=== design 1 ===
==> design_1/m3.png <==
Bar = 50 microns. Cells faint in the background.
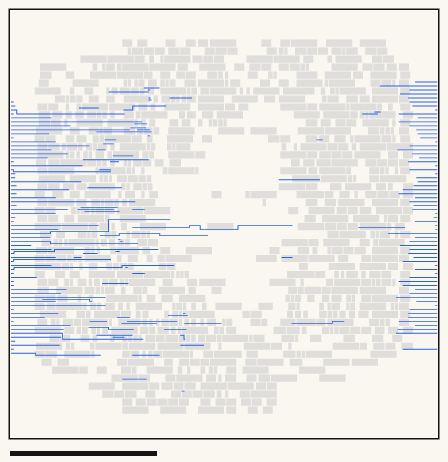
==> design_1/congestion_map.png <==
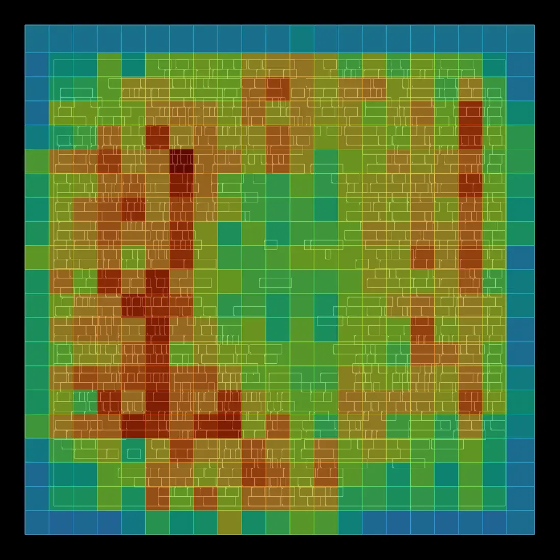
[src/rtl/ins_fetch_pkg.sv]
// Shared fetch-stage definitions: instruction width, bubble encoding, PC increment.
// Latency: n/a (types, constants and a pure function only).
// Backpressure: n/a.
package ins_fetch_pkg;

  localparam int ILEN = 32;

  // addi x0,x0,0 -- the canonical RISC-V NOP used as the IF/ID bubble.
  localparam logic [ILEN-1:0] NOP_ENC = 32'h0000_0013;

  // Sequential PC step. Plain 32-bit add: 32'hFFFF_FFFC wraps to 0 and the
  // low two bits pass through untouched (alignment is not this stage's job).
  function automatic logic [ILEN-1:0] pc_plus_4(input logic [ILEN-1:0] pc);
    return pc + 32'd4;
  endfunction

endpackage

[src/rtl/ins_fetch_hold_buf.sv]
// Single-word capture register that parks a fetched instruction during a decode stall.
// Latency: captured word visible the cycle after cap.
// Backpressure: none; clr wins over cap, the owner decides when to capture or drop.
//
// Ports:
//   clk, rst_n         clock, asynchronous active-low reset
//   cap, cap_dat       load cap_dat and mark the buffer valid
//   clr                invalidate the buffer (consumed or dropped by a redirect)
//   hold_dat, hold_vld buffered word and its valid flag
module ins_fetch_hold_buf
  import ins_fetch_pkg::*;
(
  input  logic            clk,
  input  logic            rst_n,
  input  logic            cap,
  input  logic            clr,
  input  logic [ILEN-1:0] cap_dat,
  output logic [ILEN-1:0] hold_dat,
  output logic            hold_vld
);

  always_ff @(posedge clk or negedge rst_n) begin
    if (!rst_n) begin
      hold_dat <= '0;
      hold_vld <= 1'b0;
    end else if (clr) begin
      hold_vld <= 1'b0;
    end else if (cap) begin
      hold_dat <= cap_dat;
      hold_vld <= 1'b1;
    end
  end

endmodule

[src/rtl/ins_fetch.sv]
// Instruction fetch stage: owns the PC, issues one outstanding imem request, fills IF/ID.
// Latency: accept at t, rvalid at t+1 -> IF/ID valid at t+2 (one instruction per 2 cycles).
// Backpressure: pipeline_stall freezes IF/ID; a word arriving under stall is parked until release.
//
// Optional feature macro: IFETCH_PERF_CNT_EN (adds perf_fetch_cnt_out / perf_stall_cnt_out).
//
// Ports:
//   clk, rst                      clock, asynchronous active-low reset
//   pipeline_stall                decode hazard stall
//   ex_branch_taken/_target       one-cycle redirect from EX, beats stall and rvalid
//   imem_req/_addr/_gnt           request channel, address taken on req & gnt
//   imem_rvalid/_rdata            response channel
//   if_instruction_out, if_pc_out, if_pc_plus_4_out, if_valid_out   IF/ID buffer
//   perf_fetch_cnt_out            (macro) valid IF/ID loads, wraps
//   perf_stall_cnt_out            (macro) cycles with pipeline_stall high, wraps
module ins_fetch
  import ins_fetch_pkg::*;
#(
  parameter logic [ILEN-1:0] RESET_PC  = 32'h0000_0000,
  parameter logic [ILEN-1:0] NOP_INSTR = NOP_ENC
) (
  input  logic            clk,
  input  logic            rst,
  input  logic            pipeline_stall,
  input  logic            ex_branch_taken,
  input  logic [ILEN-1:0] ex_branch_target,
  output logic            imem_req,
  output logic [ILEN-1:0] imem_addr,
  input  logic            imem_gnt,
  input  logic            imem_rvalid,
  input  logic [ILEN-1:0] imem_rdata,
  output logic [ILEN-1:0] if_instruction_out,
  output logic [ILEN-1:0] if_pc_out,
  output logic [ILEN-1:0] if_pc_plus_4_out,
  output logic            if_valid_out
`ifdef IFETCH_PERF_CNT_EN
  ,
  output logic [31:0]     perf_fetch_cnt_out,
  output logic [31:0]     perf_stall_cnt_out
`endif
);

  typedef enum logic [1:0] {
    S_REQ  = 2'd0,
    S_WAIT = 2'd1,
    S_HOLD = 2'd2
  } state_t;

  state_t          state, state_nxt;
  logic [ILEN-1:0] pc, pc_nxt;
  logic            discard, discard_nxt;

  logic            ifid_ld;
  logic            ifid_flush;
  logic [ILEN-1:0] ifid_src;
  logic            hold_cap;
  logic            hold_clr;
  logic [ILEN-1:0] hold_dat;
  logic            hold_vld;

  // Request is masked during reset so memory never sees a request from a
  // core that is not running yet.
  assign imem_req  = (state == S_REQ) && rst;
  assign imem_addr = pc;

  ins_fetch_hold_buf u_hold_buf (
    .clk      (clk),
    .rst_n    (rst),
    .cap      (hold_cap),
    .clr      (hold_clr),
    .cap_dat  (imem_rdata),
    .hold_dat (hold_dat),
    .hold_vld (hold_vld)
  );

  always_ff @(posedge clk or negedge rst) begin
    if (!rst) begin
      state   <= S_REQ;
      pc      <= RESET_PC;
      discard <= 1'b0;
    end else begin
      state   <= state_nxt;
      pc      <= pc_nxt;
      discard <= discard_nxt;
    end
  end

  always_comb begin
    state_nxt   = state;
    pc_nxt      = pc;
    discard_nxt = discard;
    ifid_ld     = 1'b0;
    ifid_flush  = 1'b0;
    ifid_src    = imem_rdata;
    hold_cap    = 1'b0;
    hold_clr    = 1'b0;

    case (state)
      S_REQ: begin
        if (ex_branch_taken) begin
          ifid_flush = 1'b1;
          pc_nxt     = ex_branch_target;
          // A request accepted in the redirect cycle fetched the old PC; its
          // response must be thrown away when it arrives.
          if (imem_gnt) begin
            discard_nxt = 1'b1;
            state_nxt   = S_WAIT;
          end
        end else if (imem_gnt) begin
          state_nxt = S_WAIT;
        end
      end

      S_WAIT: begin
        if (ex_branch_taken) begin
          ifid_flush = 1'b1;
          pc_nxt     = ex_branch_target;
          if (imem_rvalid) begin
            discard_nxt = 1'b0;
            state_nxt   = S_REQ;
          end else begin
            discard_nxt = 1'b1;
          end
        end else if (imem_rvalid) begin
          if (discard) begin
            discard_nxt = 1'b0;
            state_nxt   = S_REQ;
          end else if (pipeline_stall) begin
            hold_cap  = 1'b1;
            state_nxt = S_HOLD;
          end else begin
            ifid_ld   = 1'b1;
            pc_nxt    = pc_plus_4(pc);
            state_nxt = S_REQ;
          end
        end
      end

      S_HOLD: begin
        if (ex_branch_taken) begin
          ifid_flush = 1'b1;
          pc_nxt     = ex_branch_target;
          hold_clr   = 1'b1;
          state_nxt  = S_REQ;
        end else if (!pipeline_stall && hold_vld) begin
          ifid_ld   = 1'b1;
          ifid_src  = hold_dat;
          hold_clr  = 1'b1;
          pc_nxt    = pc_plus_4(pc);
          state_nxt = S_REQ;
        end
      end

      default: state_nxt = S_REQ;
    endcase
  end

  // IF/ID buffer. When decode is not stalled and nothing new arrives the
  // entry it just consumed becomes a bubble, so an instruction is never
  // presented twice; the PC fields are left as they were.
  always_ff @(posedge clk or negedge rst) begin
    if (!rst) begin
      if_instruction_out <= NOP_INSTR;
      if_pc_out          <= RESET_PC;
      if_pc_plus_4_out   <= pc_plus_4(RESET_PC);
      if_valid_out       <= 1'b0;
    end else if (ifid_flush) begin
      if_instruction_out <= NOP_INSTR;
      if_valid_out       <= 1'b0;
    end else if (ifid_ld) begin
      if_instruction_out <= ifid_src;
      if_pc_out          <= pc;
      if_pc_plus_4_out   <= pc_plus_4(pc);
      if_valid_out       <= 1'b1;
    end else if (!pipeline_stall) begin
      if_instruction_out <= NOP_INSTR;
      if_valid_out       <= 1'b0;
    end
  end

`ifdef IFETCH_PERF_CNT_EN
  always_ff @(posedge clk or negedge rst) begin
    if (!rst) begin
      perf_fetch_cnt_out <= '0;
      perf_stall_cnt_out <= '0;
    end else begin
      if (ifid_ld)        perf_fetch_cnt_out <= perf_fetch_cnt_out + 32'd1;
      if (pipeline_stall) perf_stall_cnt_out <= perf_stall_cnt_out + 32'd1;
    end
  end
`endif

endmodule

[config.mk]
export PLATFORM = sky130hd
export DESIGN_NAME = ins_fetch
export DESIGN_NICKNAME = d
export VERILOG_FILES = /design/src/rtl/ins_fetch_pkg.sv /design/src/rtl/ins_fetch_hold_buf.sv /design/src/rtl/ins_fetch.sv
export SDC_FILE = /design/constraint.sdc
export NUM_CORES = 1
export LEC_CHECK = 0
export ABC_AREA = 0
export CORE_MARGIN = 8
export CORE_UTILIZATION = 45
export DETAILED_ROUTE_END_ITERATION = 8
export PLACE_DENSITY = 0.86
export SLEW_MARGIN = 10
export SYNTH_ARGS = -nofsm -noshare
export SYNTH_HDL_FRONTEND = slang
export SYNTH_SLANG_ARGS = --single-unit
export TNS_END_PERCENT = 30
[constraint.sdc]
create_clock -name clk -period 4.9 [get_ports clk]
set_clock_uncertainty 0.2 [all_clocks]
set_input_delay 0.735 -clock clk [delete_from_list [all_inputs] [get_ports clk]]
set_output_delay 0.735 -clock clk [all_outputs]
set_load 0.01 [all_outputs]
==> results.txt <==
flow finished, numbers: outcome=finished, final reports clean, final hold viol count=0, routing usage on met3=7.90%, part of the cycle the worst path needs=63.5%, R2R cell count=7, overall die height=146 microns, met3 routed wirelength=2140 microns, global-route wire length before repair=33,500 microns, arrival time at the worst endpoint=3.22 ns, GRT met2 Usage=30.6%, final estimated routing congestion in global placement=0.860, most used routing layer=met2, sequential fraction of design power=39.3%, commonest cells in the netlist=sky130_fd_sc_hd__dfrtp_1 (159), sky130_fd_sc_hd__nand2_1 (95), sky130_fd_sc_hd__o21ai_0 (74), flop-to-flop setup slack=2.08 ns, portion of the post-synthesis area used by sequential elements=53.7%, clock edge transition at the registers on the reported setup and hold paths=0.07 ns
About design_1/m3.png:
share of all routed wire: 10%
nets with wire on the layer: 165
longest straight run: 44.4 microns

About design_1/congestion_map.png:
overall global routing resource usage: 19.6%
end-of-flow core utilization: 62.5%

-- layout make-up --
cell class,instances,area (sq um)
Sequential cell,163,4080
Clock inverter,12,145
Multi-Input combinational cell,476,3260
Timing Repair Buffer,207,2080
Tap cell,220,275
Inverter,7,26.3
Fill cell,1303,6200
Clock buffer,20,457
-- worst max-delay path, cell delays in order --
cell and delay [ns]:
sky130_fd_sc_hd__clkdlybuf4s50_1 0.77, sky130_fd_sc_hd__nor3b_1 0.16, sky130_fd_sc_hd__and3b_1 0.24, sky130_fd_sc_hd__o21ai_4 0.57, sky130_fd_sc_hd__buf_12 0.34, sky130_fd_sc_hd__mux2_2 0.37
-- metrics by stage --
| step | worst slack (ns) | utilization (%) |
|---|---|---|
| floorplan | 2.58 | - |
| global placement | 1.44 | 58.8 |
| detailed placement | 1.34 | 58.8 |
| CTS | 1.79 | 62.5 |
| global route | 1.66 | 62.5 |
| finish | 1.79 | 62.5 |
-- flip-flops by register name, indices dropped and copies added, names as in the netlist --
signal,count
u_hold_buf.hold_dat,32
u_hold_buf.hold_vld,1
imem_addr,32
if_instruction_out,32
if_pc_plus_4_out,30
if_pc_out,32
state,2
discard,1
if_valid_out,1

=== design 2 ===
==> design_2/congestion_map.png <==
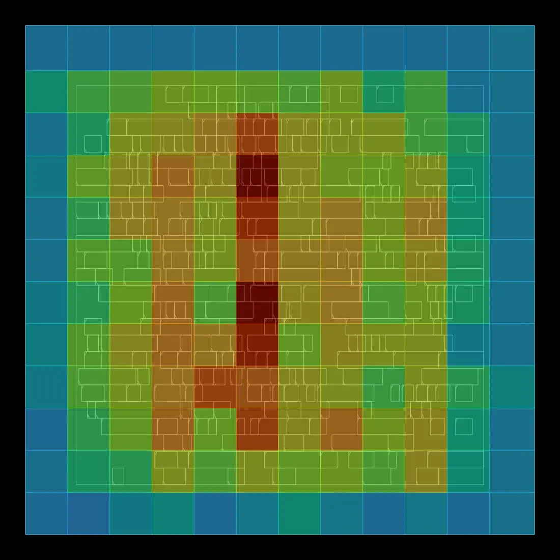
==> design_2/closeup.png <==
Bar = 10 microns. Window x 42 to 82, y 1 to 41 microns. Cells in grey, sequential cells in the stronger grey; small squares are vias.
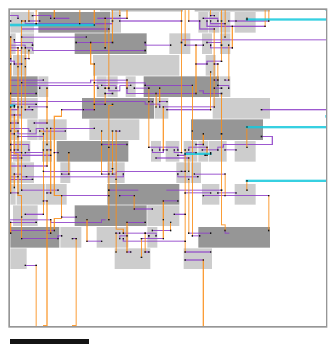
[config.mk]
export PLATFORM = sky130hd
export DESIGN_NAME = vga_timing_gen
export DESIGN_NICKNAME = d
export VERILOG_FILES = /design/src/rtl/vga_timing_pkg.sv /design/src/rtl/vga_delay_line.sv /design/src/rtl/vga_timing_gen.sv
export SDC_FILE = /design/constraint.sdc
export NUM_CORES = 1
export LEC_CHECK = 0
export CAP_MARGIN = 20
export CORE_MARGIN = 8
export CORE_UTILIZATION = 50
export CTS_CLUSTER_SIZE = 16
export DETAILED_ROUTE_END_ITERATION = 8
export PLACE_DENSITY_LB_ADDON = 0.12
export SLEW_MARGIN = 20
export SYNTH_ARGS = -nofsm -noshare
export SYNTH_HDL_FRONTEND = slang
export SYNTH_SLANG_ARGS = --single-unit
[constraint.sdc]
create_clock -name clk -period 3.36 [get_ports clk]
set_input_delay 0.504 -clock clk [delete_from_list [all_inputs] [get_ports clk]]
set_output_delay 0.504 -clock clk [all_outputs]
set_load 0.1 [all_outputs]
[src/rtl/vga_timing_pkg.sv]
`default_nettype none
// ============================================================================
//  Module   : vga_timing_pkg
//  Purpose  : Default 640x480@60 raster constants, sync polarity encodings,
//             the control vector carried down the display delay line and a
//             helper that sums active/porch/sync widths into a total.
//  Revision : 1.0 - initial release
// ============================================================================
package vga_timing_pkg;

    // 640x480@60 with a 100 MHz system clock divided down to 25 MHz
    localparam int DEF_CLK_DIV    = 4;
    localparam int DEF_H_ACTIVE   = 640;
    localparam int DEF_H_FP       = 16;
    localparam int DEF_H_SYNC     = 96;
    localparam int DEF_H_BP       = 48;
    localparam int DEF_V_ACTIVE   = 480;
    localparam int DEF_V_FP       = 10;
    localparam int DEF_V_SYNC     = 2;
    localparam int DEF_V_BP       = 33;
    localparam int DEF_PIPE_DELAY = 2;
    localparam int DEF_CW         = 10;

    // Level driven on a sync line while the pulse is asserted
    localparam bit POL_ACTIVE_LOW  = 1'b0;
    localparam bit POL_ACTIVE_HIGH = 1'b1;

    // Per-pixel control flags decoded from the counters and delayed to the
    // display side: syncs (already polarity-encoded), display enable,
    // h==0, v==0 and vertical blanking.
    typedef struct packed {
        logic hs;
        logic vs;
        logic de;
        logic h0;
        logic v0;
        logic vb;
    } vga_ctl_t;

    // Total period of one axis in pixels or lines
    function automatic int total(input int active, input int fp, input int sync, input int bp);
        return active + fp + sync + bp;
    endfunction

endpackage
`default_nettype wire

[src/rtl/vga_delay_line.sv]
`default_nettype none
// ============================================================================
//  Module   : vga_delay_line
//  Purpose  : Enable-gated shift register of DEPTH stages, WIDTH bits wide,
//             asynchronous active-low reset to RST_VAL. DEPTH=0 is a wire.
//  Revision : 1.0 - initial release
// ============================================================================
module vga_delay_line #(
    parameter int               WIDTH   = 6,
    parameter int               DEPTH   = 2,
    parameter logic [WIDTH-1:0] RST_VAL = '0
) (
    input  logic             clk,
    input  logic             reset_n,
    input  logic             shift_i,
    input  logic [WIDTH-1:0] d_i,
    output logic [WIDTH-1:0] q_o
);

    if (DEPTH == 0) begin : g_bypass
        logic w_unused;
        assign w_unused = ^{clk, reset_n, shift_i};
        assign q_o      = d_i;
    end else begin : g_shift
        logic [WIDTH-1:0] stage_q [DEPTH];

        // Advance every stage by one position on each shift request
        always_ff @(posedge clk or negedge reset_n) begin
            if (!reset_n) begin
                for (int i = 0; i < DEPTH; i++) stage_q[i] <= RST_VAL;
            end else if (shift_i) begin
                stage_q[0] <= d_i;
                for (int i = 1; i < DEPTH; i++) stage_q[i] <= stage_q[i-1];
            end
        end

        assign q_o = stage_q[DEPTH-1];
    end

endmodule
`default_nettype wire

[src/rtl/vga_timing_gen.sv]
`default_nettype none
// ============================================================================
//  Module   : vga_timing_gen
//  Purpose  : Parametrised VGA raster timing generator. Divides the system
//             clock into a pixel strobe, runs H/V counters, exposes the
//             undelayed fetch position and presents sync/display/blanking
//             flags PIPE_DELAY pixels later so memory latency is hidden.
//  Revision : 1.0 - initial release
// ============================================================================
module vga_timing_gen
    import vga_timing_pkg::*;
#(
    parameter int CLK_DIV    = DEF_CLK_DIV,
    parameter int H_ACTIVE   = DEF_H_ACTIVE,
    parameter int H_FP       = DEF_H_FP,
    parameter int H_SYNC     = DEF_H_SYNC,
    parameter int H_BP       = DEF_H_BP,
    parameter int V_ACTIVE   = DEF_V_ACTIVE,
    parameter int V_FP       = DEF_V_FP,
    parameter int V_SYNC     = DEF_V_SYNC,
    parameter int V_BP       = DEF_V_BP,
    parameter bit H_POL      = POL_ACTIVE_LOW,
    parameter bit V_POL      = POL_ACTIVE_LOW,
    parameter int PIPE_DELAY = DEF_PIPE_DELAY,
    parameter int CW         = DEF_CW
) (
    input  logic          clk,
    input  logic          reset_n,
    input  logic          en,
    output logic          pix_stb,
    output logic [CW-1:0] fetch_x,
    output logic [CW-1:0] fetch_y,
    output logic          fetch_valid,
    output logic          h_sync,
    output logic          v_sync,
    output logic          display,
    output logic          line_start,
    output logic          frame_start,
    output logic          vblank
);

    localparam int H_TOTAL = total(H_ACTIVE, H_FP, H_SYNC, H_BP);
    localparam int V_TOTAL = total(V_ACTIVE, V_FP, V_SYNC, V_BP);
    localparam int DW      = (CLK_DIV > 1) ? $clog2(CLK_DIV) : 1;

    localparam logic [DW-1:0] DIV_LAST = DW'(CLK_DIV - 1);
    localparam logic [CW-1:0] H_LAST   = CW'(H_TOTAL - 1);
    localparam logic [CW-1:0] V_LAST   = CW'(V_TOTAL - 1);
    localparam logic [CW-1:0] H_ACT    = CW'(H_ACTIVE);
    localparam logic [CW-1:0] V_ACT    = CW'(V_ACTIVE);
    localparam logic [CW-1:0] HS_BEG   = CW'(H_ACTIVE + H_FP);
    localparam logic [CW-1:0] HS_END   = CW'(H_ACTIVE + H_FP + H_SYNC);
    localparam logic [CW-1:0] VS_BEG   = CW'(V_ACTIVE + V_FP);
    localparam logic [CW-1:0] VS_END   = CW'(V_ACTIVE + V_FP + V_SYNC);

    // Flags seen on the display side before the first real pixel arrives
    localparam vga_ctl_t CTL_IDLE = vga_ctl_t'({~H_POL, ~V_POL, 4'b0000});

    if (H_TOTAL > (1 << CW)) begin : g_chk_h
        $error("vga_timing_gen: H_TOTAL does not fit in CW bits");
    end
    if (V_TOTAL > (1 << CW)) begin : g_chk_v
        $error("vga_timing_gen: V_TOTAL does not fit in CW bits");
    end
    if (PIPE_DELAY < 0 || PIPE_DELAY > 7) begin : g_chk_pd
        $error("vga_timing_gen: PIPE_DELAY must be 0..7");
    end

    logic [DW-1:0] div_q, div_d;
    logic          run_q;
    logic [CW-1:0] h_q, h_d, v_q, v_d;
    vga_ctl_t      ctl_next_w, ctl_tail_w;
    logic          hs_q, vs_q, de_q, vb_q, ls_q, fs_q;

    // run_q keeps the strobe quiet during the first clock after reset,
    // which only matters when CLK_DIV=1 and the divider is always terminal.
    assign pix_stb = en && run_q && (div_q == DIV_LAST);

    // Divider and raster counter next-state
    always_comb begin
        div_d = div_q;
        h_d   = h_q;
        v_d   = v_q;
        if (en) begin
            div_d = (div_q == DIV_LAST) ? '0 : div_q + DW'(1);
        end
        if (pix_stb) begin
            if (h_q == H_LAST) begin
                h_d = '0;
                v_d = (v_q == V_LAST) ? '0 : v_q + CW'(1);
            end else begin
                h_d = h_q + CW'(1);
            end
        end
    end

    // Decoding the position being loaded lets the stages plus the output
    // register add up to exactly PIPE_DELAY pixels of latency.
    assign ctl_next_w.hs = ((h_d >= HS_BEG) && (h_d < HS_END)) ? H_POL : ~H_POL;
    assign ctl_next_w.vs = ((v_d >= VS_BEG) && (v_d < VS_END)) ? V_POL : ~V_POL;
    assign ctl_next_w.de = (h_d < H_ACT) && (v_d < V_ACT);
    assign ctl_next_w.h0 = (h_d == '0);
    assign ctl_next_w.v0 = (v_d == '0);
    assign ctl_next_w.vb = (v_d >= V_ACT);

    // Divider and raster counter state
    always_ff @(posedge clk or negedge reset_n) begin
        if (!reset_n) begin
            div_q <= '0;
            run_q <= 1'b0;
            h_q   <= '0;
            v_q   <= '0;
        end else begin
            run_q <= 1'b1;
            div_q <= div_d;
            h_q   <= h_d;
            v_q   <= v_d;
        end
    end

    vga_delay_line #(
        .WIDTH   ($bits(vga_ctl_t)),
        .DEPTH   (PIPE_DELAY),
        .RST_VAL (CTL_IDLE)
    ) u_delay (
        .clk     (clk),
        .reset_n (reset_n),
        .shift_i (pix_stb),
        .d_i     (ctl_next_w),
        .q_o     (ctl_tail_w)
    );

    // Display-side output registers; pulses are held while paused so a
    // pulse interrupted by en=0 is still seen for exactly one enabled clock
    always_ff @(posedge clk or negedge reset_n) begin
        if (!reset_n) begin
            hs_q <= CTL_IDLE.hs;
            vs_q <= CTL_IDLE.vs;
            de_q <= 1'b0;
            vb_q <= 1'b0;
            ls_q <= 1'b0;
            fs_q <= 1'b0;
        end else if (en) begin
            if (pix_stb) begin
                hs_q <= ctl_tail_w.hs;
                vs_q <= ctl_tail_w.vs;
                de_q <= ctl_tail_w.de;
                vb_q <= ctl_tail_w.vb;
            end
            ls_q <= pix_stb && ctl_tail_w.h0;
            fs_q <= pix_stb && ctl_tail_w.h0 && ctl_tail_w.v0;
        end
    end

    assign fetch_x     = h_q;
    assign fetch_y     = v_q;
    assign fetch_valid = (h_q < H_ACT) && (v_q < V_ACT);
    assign h_sync      = hs_q;
    assign v_sync      = vs_q;
    assign display     = de_q;
    assign vblank      = vb_q;
    assign line_start  = ls_q && en;
    assign frame_start = fs_q && en;

endmodule
`default_nettype wire

==> results.txt <==
flow finished, numbers: outcome=finished, final reports clean, setup fix buffers added after clock tree synthesis=0, R2R cell count=8, TritonCTS Buffers=5, number of sequential cells=41, net count reported at finish=286, Detailed Route WL=4980 microns, synth top area cells=sky130_fd_sc_hd__dfrtp_1 (39%), sky130_fd_sc_hd__nand2_1 (9.0%), sky130_fd_sc_hd__dfstp_2 (7.0%), sky130_fd_sc_hd__o21ai_0 (2.9%), sky130_fd_sc_hd__nor3_1 (2.7%), Resized cells post-CTS=0, share of cell area taken by flip-flops and latches=38.7%, count of library flops with an enable pin=0, total power=1.69 mW, sequential fraction of design power=40.8%, # Cells Yosys=253, cell taking the most area after synthesis=sky130_fd_sc_hd__dfrtp_1, yosys warns=0, CTS Hold Bufs=0
About design_2/congestion_map.png:
average wire per cell in the routed design: 15.0 microns
overall global routing resource usage: 14.7%
most used routing layer: met2
routing usage on met3: 4.39%
GRT met2 Usage: 21.9%

About design_2/closeup.png:
legend:
  purple:
    layer: M1
  orange:
    layer: M2
  cyan:
    layer: M3
netlist names of flops here include: `div_q` (2), `fetch_x` (2), `u_delay.g_shift.stage_q` (2)
cells with their middle in the window: 60
sequential cells in the window: 10
most frequent: nand2_1 (13), dfrtp_1 (9), buf_4 (6)

-- kinds of logic after synthesis --
logic type	count (synthesis)	share of synthesized area (%)
other	1	0.166
xor gates and xnor gates	9	3.48
AOI/OAI and AO/OA	44	12.3
DFF	41	45.6
adders and majority gates	4	2.21
and+or+nand+nor	123	29.3
buffers and inverters	27	5.03
muxes	4	1.88
-- flip-flops by register name (all words and copies together) (netlist names) --
signal                   cells
h_sync                       1
ls_q                         1
u_delay.q_o                  6
div_q                        2
u_delay.g_shift.stage_q      6
fetch_y                     10
fs_q                         1
run_q                        1
vblank                       1
display                      1
v_sync                       1
fetch_x                     10
-- layer usage --
| metal | part of all wire [%] | wire [microns] | track usage, % | vias to the layer above |
|---|---|---|---|---|
| met4 | 0.54 | 27 | 4.79 | 0 |
| li1 | - | - | - | 935 |
| met1 | 49 | 2430 | 19.8 | 914 |
| met3 | 5.1 | 256 | 4.39 | 2 |
| met2 | 46 | 2270 | 21.9 | 47 |
| met5 | 0 | 0 | 0 | - |

=== design 3 ===
==> design_3/congestion_map.png <==
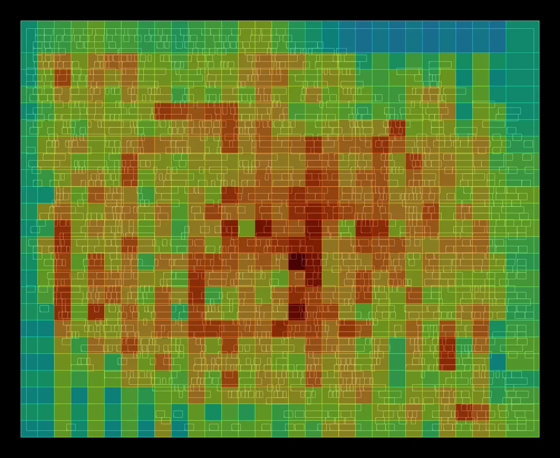
==> design_3/closeup.png <==
Bar = 10 microns. Window x 140 to 180, y 23 to 63 microns. Cells in grey, sequential cells in the stronger grey; small squares are vias.
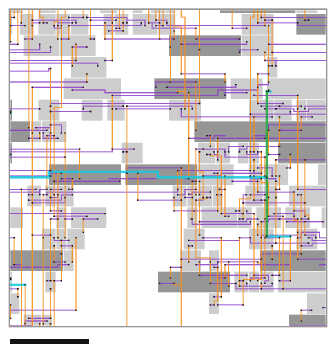
===== src/rtl/fpga_exunit_pkg.sv =====
// Shared types, widths and helpers for the FPGA execution unit.
package fpga_exunit_pkg;

  localparam int unsigned DATA_LEN        = 32;
  localparam int unsigned SRC_B_SEL_WIDTH = 2;
  localparam int unsigned FUNCT7_WIDTH    = 7;
  localparam int unsigned FUNCT3_WIDTH    = 3;
  localparam int unsigned RRF_SEL         = 6;
  localparam int unsigned SPECTAG_LEN     = 5;

  // Multiply occupies this many EXEC cycles; the counter holds cycles-1.
  localparam int unsigned MUL_CYCLES = 32;
  localparam int unsigned CNT_WIDTH  = 5;

  localparam logic [FUNCT3_WIDTH-1:0] OpMul  = 3'b000;
  localparam logic [FUNCT3_WIDTH-1:0] OpPopc = 3'b001;
  localparam logic [FUNCT3_WIDTH-1:0] OpClz  = 3'b010;
  localparam logic [FUNCT3_WIDTH-1:0] OpRotl = 3'b011;
  localparam logic [FUNCT3_WIDTH-1:0] OpRev8 = 3'b100;

  typedef enum logic [1:0] {
    StIdle,
    StExec,
    StDone
  } exu_state_e;

  function automatic logic [5:0] popcount32(input logic [DATA_LEN-1:0] a);
    logic [5:0] n;
    n = '0;
    for (int i = 0; i < DATA_LEN; i++) begin
      n = n + {5'b0, a[i]};
    end
    return n;
  endfunction

  // Zero input yields 32.
  function automatic logic [5:0] clz32(input logic [DATA_LEN-1:0] a);
    logic [5:0] n;
    logic       found;
    n     = 6'd32;
    found = 1'b0;
    for (int i = DATA_LEN - 1; i >= 0; i--) begin
      if (!found && a[i]) begin
        n     = 6'(DATA_LEN - 1 - i);
        found = 1'b1;
      end
    end
    return n;
  endfunction

endpackage


===== src/rtl/exunit_fpga_if.sv =====
// Issue, branch-resolution and completion signals of the execution unit.
interface exunit_fpga_if;
  import fpga_exunit_pkg::*;

  logic                       issue;
  logic [DATA_LEN-1:0]        ex_src1;
  logic [DATA_LEN-1:0]        ex_src2;
  logic [DATA_LEN-1:0]        imm;
  logic [SRC_B_SEL_WIDTH-1:0] src_b;
  logic [FUNCT7_WIDTH-1:0]    funct7;
  logic [FUNCT3_WIDTH-1:0]    funct3;
  logic [RRF_SEL-1:0]         rrftag;
  logic                       dstval;
  logic [SPECTAG_LEN-1:0]     spectag;
  logic                       specbit;
  logic                       prmiss;
  logic                       prsuccess;
  logic [SPECTAG_LEN-1:0]     prtag;
  logic [SPECTAG_LEN-1:0]     specfixtag;

  logic                       busy;
  logic [DATA_LEN-1:0]        exrslt;
  logic [RRF_SEL-1:0]         exdst;
  logic                       exdstval;
  logic                       rslt_valid;
  logic                       kill_spec;

  modport master (
    output issue, ex_src1, ex_src2, imm, src_b, funct7, funct3, rrftag, dstval,
    output spectag, specbit, prmiss, prsuccess, prtag, specfixtag,
    input  busy, exrslt, exdst, exdstval, rslt_valid, kill_spec
  );

  modport slave (
    input  issue, ex_src1, ex_src2, imm, src_b, funct7, funct3, rrftag, dstval,
    input  spectag, specbit, prmiss, prsuccess, prtag, specfixtag,
    output busy, exrslt, exdst, exdstval, rslt_valid, kill_spec
  );

endinterface


===== src/rtl/fpga_iter_mul.sv =====
// Radix-2 shift-add multiplier, low DATA_LEN bits of the product.
// The first partial product is folded into the start cycle so the result is
// ready in the last of MUL_CYCLES execute cycles.
module fpga_iter_mul
  import fpga_exunit_pkg::*;
(
  input  logic                clk,
  input  logic                reset,
  input  logic                start,
  input  logic [DATA_LEN-1:0] a,
  input  logic [DATA_LEN-1:0] b,
  output logic [DATA_LEN-1:0] product,
  output logic                done
);

  logic [DATA_LEN-1:0]  acc_q, acc_d;
  logic [DATA_LEN-1:0]  mcand_q, mcand_d;
  logic [DATA_LEN-1:0]  mplier_q, mplier_d;
  logic [CNT_WIDTH-1:0] rem_q, rem_d;
  logic                 run_q, run_d;

  // One multiplier bit per cycle; start loads and consumes bit 0.
  always_comb begin
    acc_d    = acc_q;
    mcand_d  = mcand_q;
    mplier_d = mplier_q;
    rem_d    = rem_q;
    run_d    = run_q;
    if (start) begin
      acc_d    = b[0] ? a : '0;
      mcand_d  = a << 1;
      mplier_d = b >> 1;
      rem_d    = CNT_WIDTH'(MUL_CYCLES - 1);
      run_d    = 1'b1;
    end else if (run_q && (rem_q != '0)) begin
      acc_d    = acc_q + (mplier_q[0] ? mcand_q : '0);
      mcand_d  = mcand_q << 1;
      mplier_d = mplier_q >> 1;
      rem_d    = rem_q - CNT_WIDTH'(1);
    end
  end

  // Datapath state registers.
  always_ff @(posedge clk or negedge reset) begin
    if (!reset) begin
      acc_q    <= '0;
      mcand_q  <= '0;
      mplier_q <= '0;
      rem_q    <= '0;
      run_q    <= 1'b0;
    end else begin
      acc_q    <= acc_d;
      mcand_q  <= mcand_d;
      mplier_q <= mplier_d;
      rem_q    <= rem_d;
      run_q    <= run_d;
    end
  end

  assign product = acc_q;
  assign done    = run_q && (rem_q == '0);

endmodule


===== src/rtl/exunit_fpga.sv =====
// Multi-cycle execution unit: iterative MUL plus single-cycle bit ops, with
// speculative-kill handling driven by branch resolution.
module exunit_fpga
  import fpga_exunit_pkg::*;
(
  input  logic   clk,
  input  logic   reset,
  exunit_fpga_if.slave bus
);

  exu_state_e state_q, state_d;

  logic [DATA_LEN-1:0]     a_q, a_d;
  logic [4:0]              shamt_q, shamt_d;
  logic [FUNCT7_WIDTH-1:0] funct7_q, funct7_d;
  logic [FUNCT3_WIDTH-1:0] funct3_q, funct3_d;
  logic [RRF_SEL-1:0]      rrftag_q, rrftag_d;
  logic                    dstval_q, dstval_d;
  logic [SPECTAG_LEN-1:0]  spectag_q, spectag_d;
  logic                    specbit_q, specbit_d;
  logic [CNT_WIDTH-1:0]    cnt_q, cnt_d;
  logic [DATA_LEN-1:0]     exrslt_q, exrslt_d;

  logic                busy;
  logic                kill;
  logic                in_kill;
  logic                accept;
  logic                spec_clear;
  logic                in_clear;
  logic                in_is_mul;
  logic                is_mul;
  logic [DATA_LEN-1:0] op_b;
  logic [DATA_LEN-1:0] alu_rslt;
  logic [DATA_LEN-1:0] mul_product;
  logic                mul_done;
  logic [2*DATA_LEN-1:0] rot_wide;
  logic                unused_src_b;

  assign unused_src_b = ^bus.src_b[SRC_B_SEL_WIDTH-1:1];

  assign op_b       = bus.src_b[0] ? bus.imm : bus.ex_src2;
  assign busy       = (state_q != StIdle);
  assign kill       = bus.prmiss & specbit_q & (|(spectag_q & bus.specfixtag));
  // An issue whose own tag is being squashed this cycle never enters the unit.
  assign in_kill    = bus.prmiss & bus.specbit & (|(bus.spectag & bus.specfixtag));
  assign accept     = bus.issue & ~busy & ~in_kill;
  assign spec_clear = bus.prsuccess & (bus.prtag == spectag_q);
  assign in_clear   = bus.prsuccess & (bus.prtag == bus.spectag);
  assign in_is_mul  = (bus.funct7 == '0) && (bus.funct3 == OpMul);
  assign is_mul     = (funct7_q == '0) && (funct3_q == OpMul);

  fpga_iter_mul u_mul (
    .clk     (clk),
    .reset   (reset),
    .start   (accept & in_is_mul),
    .a       (bus.ex_src1),
    .b       (op_b),
    .product (mul_product),
    .done    (mul_done)
  );

  // Rotate via doubled operand: the upper half is the left rotation.
  assign rot_wide = {a_q, a_q} << shamt_q;

  // Result select for the latched operation; undefined codes give zero.
  always_comb begin
    alu_rslt = '0;
    if (funct7_q == '0) begin
      case (funct3_q)
        OpMul:   alu_rslt = mul_product;
        OpPopc:  alu_rslt = DATA_LEN'(popcount32(a_q));
        OpClz:   alu_rslt = DATA_LEN'(clz32(a_q));
        OpRotl:  alu_rslt = rot_wide[2*DATA_LEN-1:DATA_LEN];
        OpRev8:  alu_rslt = {a_q[7:0], a_q[15:8], a_q[23:16], a_q[31:24]};
        default: alu_rslt = '0;
      endcase
    end
  end

  // Next-state and latch control.
  always_comb begin
    state_d   = state_q;
    a_d       = a_q;
    shamt_d   = shamt_q;
    funct7_d  = funct7_q;
    funct3_d  = funct3_q;
    rrftag_d  = rrftag_q;
    dstval_d  = dstval_q;
    spectag_d = spectag_q;
    specbit_d = specbit_q;
    cnt_d     = cnt_q;
    exrslt_d  = exrslt_q;

    if (spec_clear) begin
      specbit_d = 1'b0;
    end

    case (state_q)
      StIdle: begin
        if (accept) begin
          state_d   = StExec;
          a_d       = bus.ex_src1;
          shamt_d   = op_b[4:0];
          funct7_d  = bus.funct7;
          funct3_d  = bus.funct3;
          rrftag_d  = bus.rrftag;
          dstval_d  = bus.dstval;
          spectag_d = bus.spectag;
          specbit_d = bus.specbit & ~in_clear;
          cnt_d     = in_is_mul ? CNT_WIDTH'(MUL_CYCLES - 1) : '0;
        end
      end
      StExec: begin
        if (kill) begin
          state_d = StIdle;
        end else if (cnt_q == '0) begin
          if (!is_mul || mul_done) begin
            state_d  = StDone;
            exrslt_d = alu_rslt;
          end
        end else begin
          cnt_d = cnt_q - CNT_WIDTH'(1);
        end
      end
      StDone:  state_d = StIdle;
      default: state_d = StIdle;
    endcase
  end

  // State and latched-operand registers.
  always_ff @(posedge clk or negedge reset) begin
    if (!reset) begin
      state_q   <= StIdle;
      a_q       <= '0;
      shamt_q   <= '0;
      funct7_q  <= '0;
      funct3_q  <= '0;
      rrftag_q  <= '0;
      dstval_q  <= 1'b0;
      spectag_q <= '0;
      specbit_q <= 1'b0;
      cnt_q     <= '0;
      exrslt_q  <= '0;
    end else begin
      state_q   <= state_d;
      a_q       <= a_d;
      shamt_q   <= shamt_d;
      funct7_q  <= funct7_d;
      funct3_q  <= funct3_d;
      rrftag_q  <= rrftag_d;
      dstval_q  <= dstval_d;
      spectag_q <= spectag_d;
      specbit_q <= specbit_d;
      cnt_q     <= cnt_d;
      exrslt_q  <= exrslt_d;
    end
  end

  assign bus.busy       = busy;
  assign bus.exrslt     = exrslt_q;
  assign bus.exdst      = rrftag_q;
  assign bus.exdstval   = dstval_q;
  assign bus.rslt_valid = (state_q == StDone) & ~kill;
  assign bus.kill_spec  = (state_q == StDone) & kill;

endmodule


===== src/flat_wrapper.sv =====
// flat-port wrapper written by rule: the top's interface ports become plain ports
module exunit_fpga_flat import fpga_exunit_pkg::*;
  (clk, reset, bus_issue, bus_ex_src1, bus_ex_src2, bus_imm, bus_src_b, bus_funct7, bus_funct3, bus_rrftag, bus_dstval, bus_spectag, bus_specbit, bus_prmiss, bus_prsuccess, bus_prtag, bus_specfixtag, bus_busy, bus_exrslt, bus_exdst, bus_exdstval, bus_rslt_valid, bus_kill_spec);
  exunit_fpga_if bus_i ();
  input  logic clk;
  input  logic reset;
  input wire logic [$bits(bus_i.issue)-1:0] bus_issue;
  input wire logic [$bits(bus_i.ex_src1)-1:0] bus_ex_src1;
  input wire logic [$bits(bus_i.ex_src2)-1:0] bus_ex_src2;
  input wire logic [$bits(bus_i.imm)-1:0] bus_imm;
  input wire logic [$bits(bus_i.src_b)-1:0] bus_src_b;
  input wire logic [$bits(bus_i.funct7)-1:0] bus_funct7;
  input wire logic [$bits(bus_i.funct3)-1:0] bus_funct3;
  input wire logic [$bits(bus_i.rrftag)-1:0] bus_rrftag;
  input wire logic [$bits(bus_i.dstval)-1:0] bus_dstval;
  input wire logic [$bits(bus_i.spectag)-1:0] bus_spectag;
  input wire logic [$bits(bus_i.specbit)-1:0] bus_specbit;
  input wire logic [$bits(bus_i.prmiss)-1:0] bus_prmiss;
  input wire logic [$bits(bus_i.prsuccess)-1:0] bus_prsuccess;
  input wire logic [$bits(bus_i.prtag)-1:0] bus_prtag;
  input wire logic [$bits(bus_i.specfixtag)-1:0] bus_specfixtag;
  output wire logic [$bits(bus_i.busy)-1:0] bus_busy;
  output wire logic [$bits(bus_i.exrslt)-1:0] bus_exrslt;
  output wire logic [$bits(bus_i.exdst)-1:0] bus_exdst;
  output wire logic [$bits(bus_i.exdstval)-1:0] bus_exdstval;
  output wire logic [$bits(bus_i.rslt_valid)-1:0] bus_rslt_valid;
  output wire logic [$bits(bus_i.kill_spec)-1:0] bus_kill_spec;
  assign bus_i.issue = bus_issue;
  assign bus_i.ex_src1 = bus_ex_src1;
  assign bus_i.ex_src2 = bus_ex_src2;
  assign bus_i.imm = bus_imm;
  assign bus_i.src_b = bus_src_b;
  assign bus_i.funct7 = bus_funct7;
  assign bus_i.funct3 = bus_funct3;
  assign bus_i.rrftag = bus_rrftag;
  assign bus_i.dstval = bus_dstval;
  assign bus_i.spectag = bus_spectag;
  assign bus_i.specbit = bus_specbit;
  assign bus_i.prmiss = bus_prmiss;
  assign bus_i.prsuccess = bus_prsuccess;
  assign bus_i.prtag = bus_prtag;
  assign bus_i.specfixtag = bus_specfixtag;
  assign bus_busy = bus_i.busy;
  assign bus_exrslt = bus_i.exrslt;
  assign bus_exdst = bus_i.exdst;
  assign bus_exdstval = bus_i.exdstval;
  assign bus_rslt_valid = bus_i.rslt_valid;
  assign bus_kill_spec = bus_i.kill_spec;
  exunit_fpga u_core (.clk(clk), .reset(reset), .bus(bus_i));
endmodule

===== config.mk =====
export PLATFORM = sky130hd
export DESIGN_NAME = exunit_fpga_flat
export DESIGN_NICKNAME = d
export VERILOG_FILES = /design/src/rtl/fpga_exunit_pkg.sv /design/src/rtl/exunit_fpga_if.sv /design/src/rtl/fpga_iter_mul.sv /design/src/rtl/exunit_fpga.sv /design/src/flat_wrapper.sv
export SDC_FILE = /design/constraint.sdc
export NUM_CORES = 1
export LEC_CHECK = 0
export CAP_MARGIN = 20
export CORE_ASPECT_RATIO = 0.8
export CORE_MARGIN = 2
export CORE_UTILIZATION = 40
export CTS_CLUSTER_DIAMETER = 30
export CTS_CLUSTER_SIZE = 14
export DETAILED_ROUTE_END_ITERATION = 8
export MAX_ROUTING_LAYER = met4
export PLACE_DENSITY = 0.6
export SLEW_MARGIN = 20
export SYNTH_ARGS = -nofsm -noshare
export SYNTH_HDL_FRONTEND = slang
export SYNTH_SLANG_ARGS = --single-unit

===== constraint.sdc =====
create_clock -name clk -period 8.3 [get_ports clk]
set_clock_uncertainty 0.1 [all_clocks]
set_input_delay 1.66 -clock clk [delete_from_list [all_inputs] [get_ports clk]]
set_output_delay 1.66 -clock clk [all_outputs]
set_load 0.1 [all_outputs]

==> results.txt <==
flow finished, numbers: Chip Area=0.0367 sq mm, clock tree from TritonCTS=built, Power Internal=1.56 mW, clock edge transition at the registers on the reported setup and hold paths=0.07 ns, combined area of the multi-input logic cells=0.00852 sq mm, critical path class=flop to flop, Tmin final=6.06 ns, arrival time at the worst endpoint=6.31 ns, setup fix buffers added after clock tree synthesis=0, antenna violations before repair=0, final std cell area, no fill=0.0168 sq mm, TritonCTS Buffers=17, Skew-Pair Late Insertion Delay=0.46 ns, outcome=finished, final reports clean, setup violators final=0, number of nets at floorplan=1,730, post-route insts no fill=2,113, Clock Tree Buf Depth=2, CTS Hold Bufs=0, post-route worst hold slack=0.405 ns, static leakage=6.88 nW, path class of the lowest-slack min-delay path=flop to flop, Unique cell types=73, fin worst setup slack=2.24 ns, switching pwr=0.446 mW, top routing layer used=met4, instance area at placement=0.0162 sq mm, Routed met2 length=18,000 microns, switch share=22.3%, logic depth of the worst setup path including buffers=18
About design_3/congestion_map.png:
average wire per cell in the routed design: 20.6 microns
end-of-flow core utilization: 48.4%
overall global routing resource usage: 25.2%

About design_3/closeup.png:
legend:
  orange:
    layer: M2
  cyan:
    layer: M3
  green:
    layer: M4
  purple:
    layer: M1
cells with their middle in the window: 82
netlist names of flops here include: `u_core.cnt_q` (5), `u_core.funct3_q` (2)
sequential cells in the window: 11
most frequent: nand2_1 (13), dfrtp_1 (11), o21ai_0 (8)

==> logic make-up (layout without fill, tap and decap cells) <==
logic type	count (synthesis)	count (layout)	synth area share [%]
adder cells (fa/ha/maj)	67	67	7.28
XOR/XNOR	37	37	2.30
AND-OR/OR-AND	407	407	18.9
buffers and inverters	165	279	4.45
AND/OR/NAND/NOR	477	477	15.6
multiplexers	175	175	16.0
flip-flops	199	199	35.4
==> area by class of cell <==
type | instances | area share, %
Timing Repair Buffer | 190 | 11.2
Clock buffer | 22 | 2.76
Inverter | 57 | 1.27
Tap cell | 472 | 3.51
Sequential cell | 199 | 29.6
Clock inverter | 10 | 0.997
Multi-Input combinational cell | 1163 | 50.7
==> state kept, by name, summed over array words and instances (netlist names), 2 cells and up <==
signal                 count
u_core.shamt_q             5
u_core.funct3_q            3
u_core.cnt_q               5
u_core.state_q             2
u_core.spectag_q           5
u_core.bus.exrslt         32
u_core.u_mul.rem_q         5
u_core.u_mul.mcand_q      31
u_core.a_q                32
u_core.bus.exdst           6
u_core.funct7_q            7
u_core.u_mul.product      32
u_core.u_mul.mplier_q     31

=== design 4 ===
==> design_4/m3.png <==
Bar = 50 microns. Cells faint in the background.
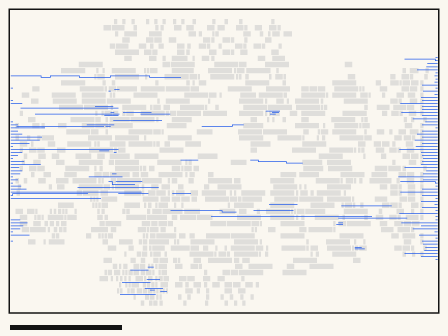
==> design_4/m1.png <==
Bar = 50 microns. Supply wires on this layer in grey.
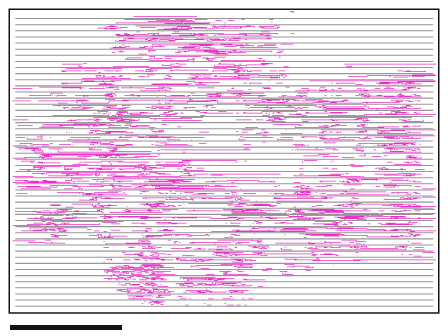
**config.mk**
```make
export PLATFORM = sky130hd
export DESIGN_NAME = back_icon_dispatch_sched
export DESIGN_NICKNAME = d
export VERILOG_FILES = /design/src/rtl/back_icon_dispatch_sched.sv
export SDC_FILE = /design/constraint.sdc
export NUM_CORES = 1
export LEC_CHECK = 0
export ABC_AREA = 1
export CORE_ASPECT_RATIO = 0.7
export CORE_MARGIN = 2
export CORE_UTILIZATION = 30
export CTS_CLUSTER_DIAMETER = 30
export DETAILED_ROUTE_END_ITERATION = 6
export SLEW_MARGIN = 40
export SYNTH_ARGS = -nofsm -noshare
export SYNTH_HDL_FRONTEND = slang
export SYNTH_SLANG_ARGS = --single-unit
export TNS_END_PERCENT = 100
```
**constraint.sdc**
```tcl
create_clock -name clk -period 3.25 [get_ports clk]
set_input_delay 0.65 -clock clk [delete_from_list [all_inputs] [get_ports clk]]
set_output_delay 0.65 -clock clk [all_outputs]
set_load 0.01 [all_outputs]
```
**src/rtl/back_icon_dispatch_sched.sv**
```systemverilog
// In-order dispatch scheduler: staging FIFO feeding one ready interconnect channel per cycle, round-robin.
// Optional ICON_DISPATCH_STATS_EN adds saturating dispatch/stall counters.
module back_icon_dispatch_sched #(
  parameter int  NUM_ICON_CHANNELS = 4,
  parameter int  LOG2_FIFO_DEPTH   = 2,
  parameter type type_icon_instr   = logic [31:0]
) (
  input  logic                          clk,
  input  logic                          reset_n,
  input  logic                          flush_i,
  input  type_icon_instr                fe_instr_i,
  input  logic                          fe_instr_valid_i,
  output logic                          fe_instr_ready_o,
  output type_icon_instr                icon_instr_dispatch_o [NUM_ICON_CHANNELS],
  output logic [NUM_ICON_CHANNELS-1:0]  icon_instr_dispatch_valid_o,
  input  logic [NUM_ICON_CHANNELS-1:0]  icon_instr_dispatch_ready_i,
  output logic [LOG2_FIFO_DEPTH:0]      occupancy_o
`ifdef ICON_DISPATCH_STATS_EN
  ,
  output logic [31:0]                   dispatch_count_o,
  output logic [31:0]                   stall_count_o
`endif
);

  localparam int DEPTH = 1 << LOG2_FIFO_DEPTH;
  localparam int RR_W  = (NUM_ICON_CHANNELS > 1) ? $clog2(NUM_ICON_CHANNELS) : 1;

  // Handshake: a transfer happens on a clock edge where valid and ready are both high;
  // valid never depends on ready on the front-end side, and flush cancels any transfer.
  type_icon_instr             mem [DEPTH];
  logic [LOG2_FIFO_DEPTH-1:0] rd_ptr, wr_ptr;
  logic [LOG2_FIFO_DEPTH:0]   count;
  logic [RR_W-1:0]            rr_ptr, sel;
  logic                       any_ready, head_valid, enq, deq;
  int                         idx;

  // Search ready channels starting at rr_ptr, wrapping modulo the channel count.
  always_comb begin
    sel       = rr_ptr;
    any_ready = 1'b0;
    idx       = 0;
    for (int i = 0; i < NUM_ICON_CHANNELS; i++) begin
      idx = int'(rr_ptr) + i;
      if (idx >= NUM_ICON_CHANNELS) idx = idx - NUM_ICON_CHANNELS;
      if (!any_ready && icon_instr_dispatch_ready_i[RR_W'(idx)]) begin
        any_ready = 1'b1;
        sel       = RR_W'(idx);
      end
    end
  end

  assign fe_instr_ready_o = (count != (LOG2_FIFO_DEPTH+1)'(DEPTH));
  assign head_valid       = (count != '0);
  assign enq              = fe_instr_valid_i & fe_instr_ready_o & ~flush_i;
  assign deq              = head_valid & any_ready & ~flush_i;
  assign occupancy_o      = count;

  always_comb begin
    icon_instr_dispatch_valid_o = '0;
    for (int c = 0; c < NUM_ICON_CHANNELS; c++) icon_instr_dispatch_o[c] = '0;
    if (deq) begin
      icon_instr_dispatch_valid_o[sel] = 1'b1;
      icon_instr_dispatch_o[sel]       = mem[rd_ptr];
    end
  end

  // Storage needs no reset; entries are only read while counted as valid.
  always_ff @(posedge clk) begin
    if (enq) mem[wr_ptr] <= fe_instr_i;
  end

  always_ff @(posedge clk) begin
    if (!reset_n || flush_i) begin
      rd_ptr <= '0;
      wr_ptr <= '0;
      count  <= '0;
      rr_ptr <= '0;
    end else begin
      if (enq) wr_ptr <= wr_ptr + 1'b1;
      if (deq) begin
        rd_ptr <= rd_ptr + 1'b1;
        rr_ptr <= (sel == RR_W'(NUM_ICON_CHANNELS-1)) ? '0 : sel + 1'b1;
      end
      case ({enq, deq})
        2'b10:   count <= count + 1'b1;
        2'b01:   count <= count - 1'b1;
        default: count <= count;
      endcase
    end
  end

`ifdef ICON_DISPATCH_STATS_EN
  // Counters survive flush; only reset clears them.
  always_ff @(posedge clk) begin
    if (!reset_n) begin
      dispatch_count_o <= '0;
      stall_count_o    <= '0;
    end else begin
      if (deq && dispatch_count_o != 32'hFFFF_FFFF) dispatch_count_o <= dispatch_count_o + 1'b1;
      if (head_valid && !any_ready && !flush_i && stall_count_o != 32'hFFFF_FFFF)
        stall_count_o <= stall_count_o + 1'b1;
    end
  end
`endif

endmodule

```
==> results.txt <==
flow finished, numbers: post-route insts no fill=1,164, static leakage=3.94 nW, Detailed Route WL=20,300 microns, power consumed by sequential cells=1.99 mW, final estimated routing congestion in global placement=0.799, switching pwr=1.14 mW, max-cap check violation count=0, fp_density=30.7%, RSZ-0062 raised after global routing=true, tap cell instance count=318, Chip Area=0.0256 sq mm, number of multi-input combinational cells=404, count of filler cells inserted in the layout=2,295, asr flop ratio synth=0%, clock network share of area=6.06%, primary flip-flop cell chosen by synthesis mapping=sky130_fd_sc_hd__edfxtp_1, outcome=finished, final reports clean, share of the synthesized netlist area taken by xor and xnor gates=0.120%
Notes on design_4/m3.png above:
longest straight run: 71.3 microns
share of all routed wire: 7.3%
wire length on this layer: 1,490 microns

Notes on design_4/m1.png above:
share of all routed wire: 49%
longest straight run: 57.0 microns
wire length on this layer: 9,890 microns
main direction: horizontal
nets with wire on the layer: 786

==> critical path, stage by stage <==
cell and delay, ns:
sky130_fd_sc_hd__clkdlybuf4s15_1 0.22, sky130_fd_sc_hd__nand2_1 0.11, sky130_fd_sc_hd__nand3_1 0.10, sky130_fd_sc_hd__nand2_2 0.08, sky130_fd_sc_hd__nand3b_1 0.19, sky130_fd_sc_hd__nand2_1 0.09
sky130_fd_sc_hd__nand2_1 0.07, sky130_fd_sc_hd__nand2_1 0.07, sky130_fd_sc_hd__nand2_1 0.06, sky130_fd_sc_hd__nand2_2 0.11, sky130_fd_sc_hd__ha_4 0.17, sky130_fd_sc_hd__inv_8 0.06
sky130_fd_sc_hd__buf_12 0.15, sky130_fd_sc_hd__nor3_2 0.16, sky130_fd_sc_hd__clkdlybuf4s15_2 0.25
==> path summary, 6_finish.rpt <==
| check | from | to | slack [ns] |
|---|---|---|---|
| hold / removal | occupancy_o[2] | occupancy_o[2] | 0.52 |
| setup / recovery | icon_instr_dispatch_ready_i[0] | icon_instr_dispatch_o[12] | 0.04 |
| setup reg to reg | rr_ptr[0] | occupancy_o[2] | 0.35 |
| hold reg to reg | occupancy_o[2] | occupancy_o[2] | 0.52 |


==> gallery <==
Gate families picked out.
panel A
Bar = 50 microns.
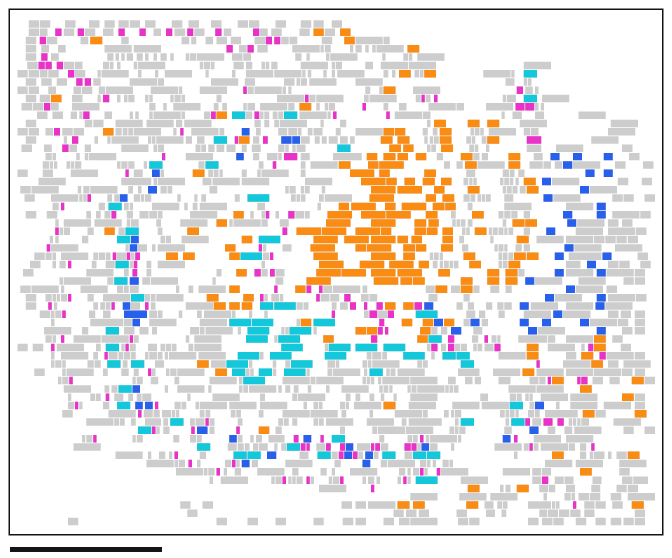
panel B
Bar = 20 microns.
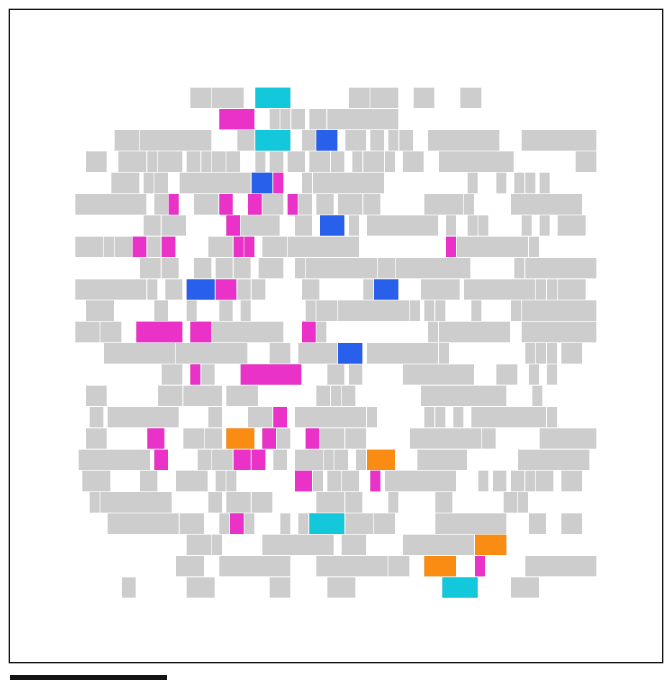
panel C
Bar = 50 microns.
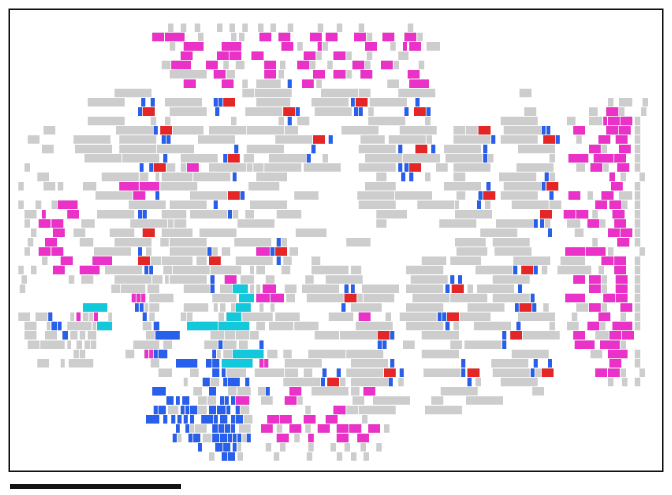
panel D
Bar = 50 microns.
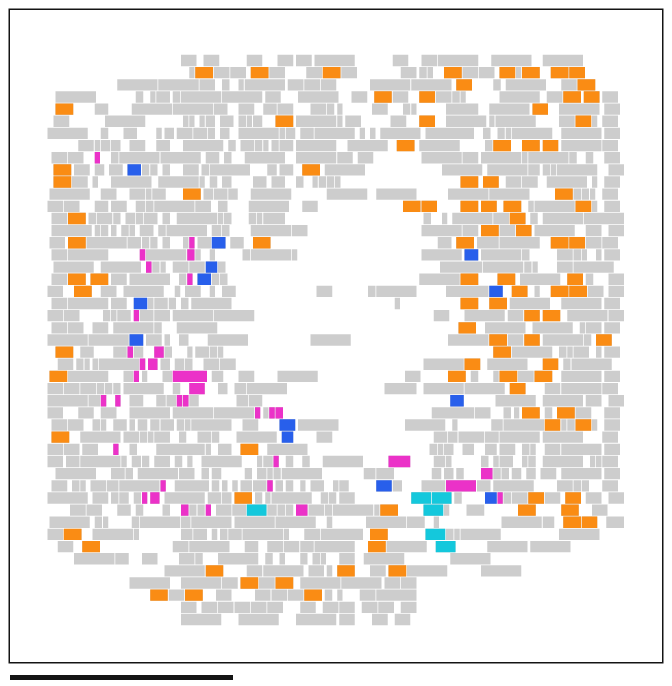
Design 1 is panel D.
Design 3 is panel A.
Design 4 is panel C.
Design 2 is panel B.
The one with the smallest die is panel B.
The one with the most cells is panel A.

Key to panel A:
legend:
  orange:
    family: mux cells
    cells: 175
    most_used: mux2_2
  cyan:
    family: fa/ha/maj cells
    cells: 67
    most_used: ha_1
  magenta:
    family: nor cells
    cells: 145
    most_used: nor2_1
    where: all over the die
  blue:
    family: non-inverting ao/oa cells
    cells: 65
    most_used: a22o_1

Power is estimated from default activity; no workload was simulated.
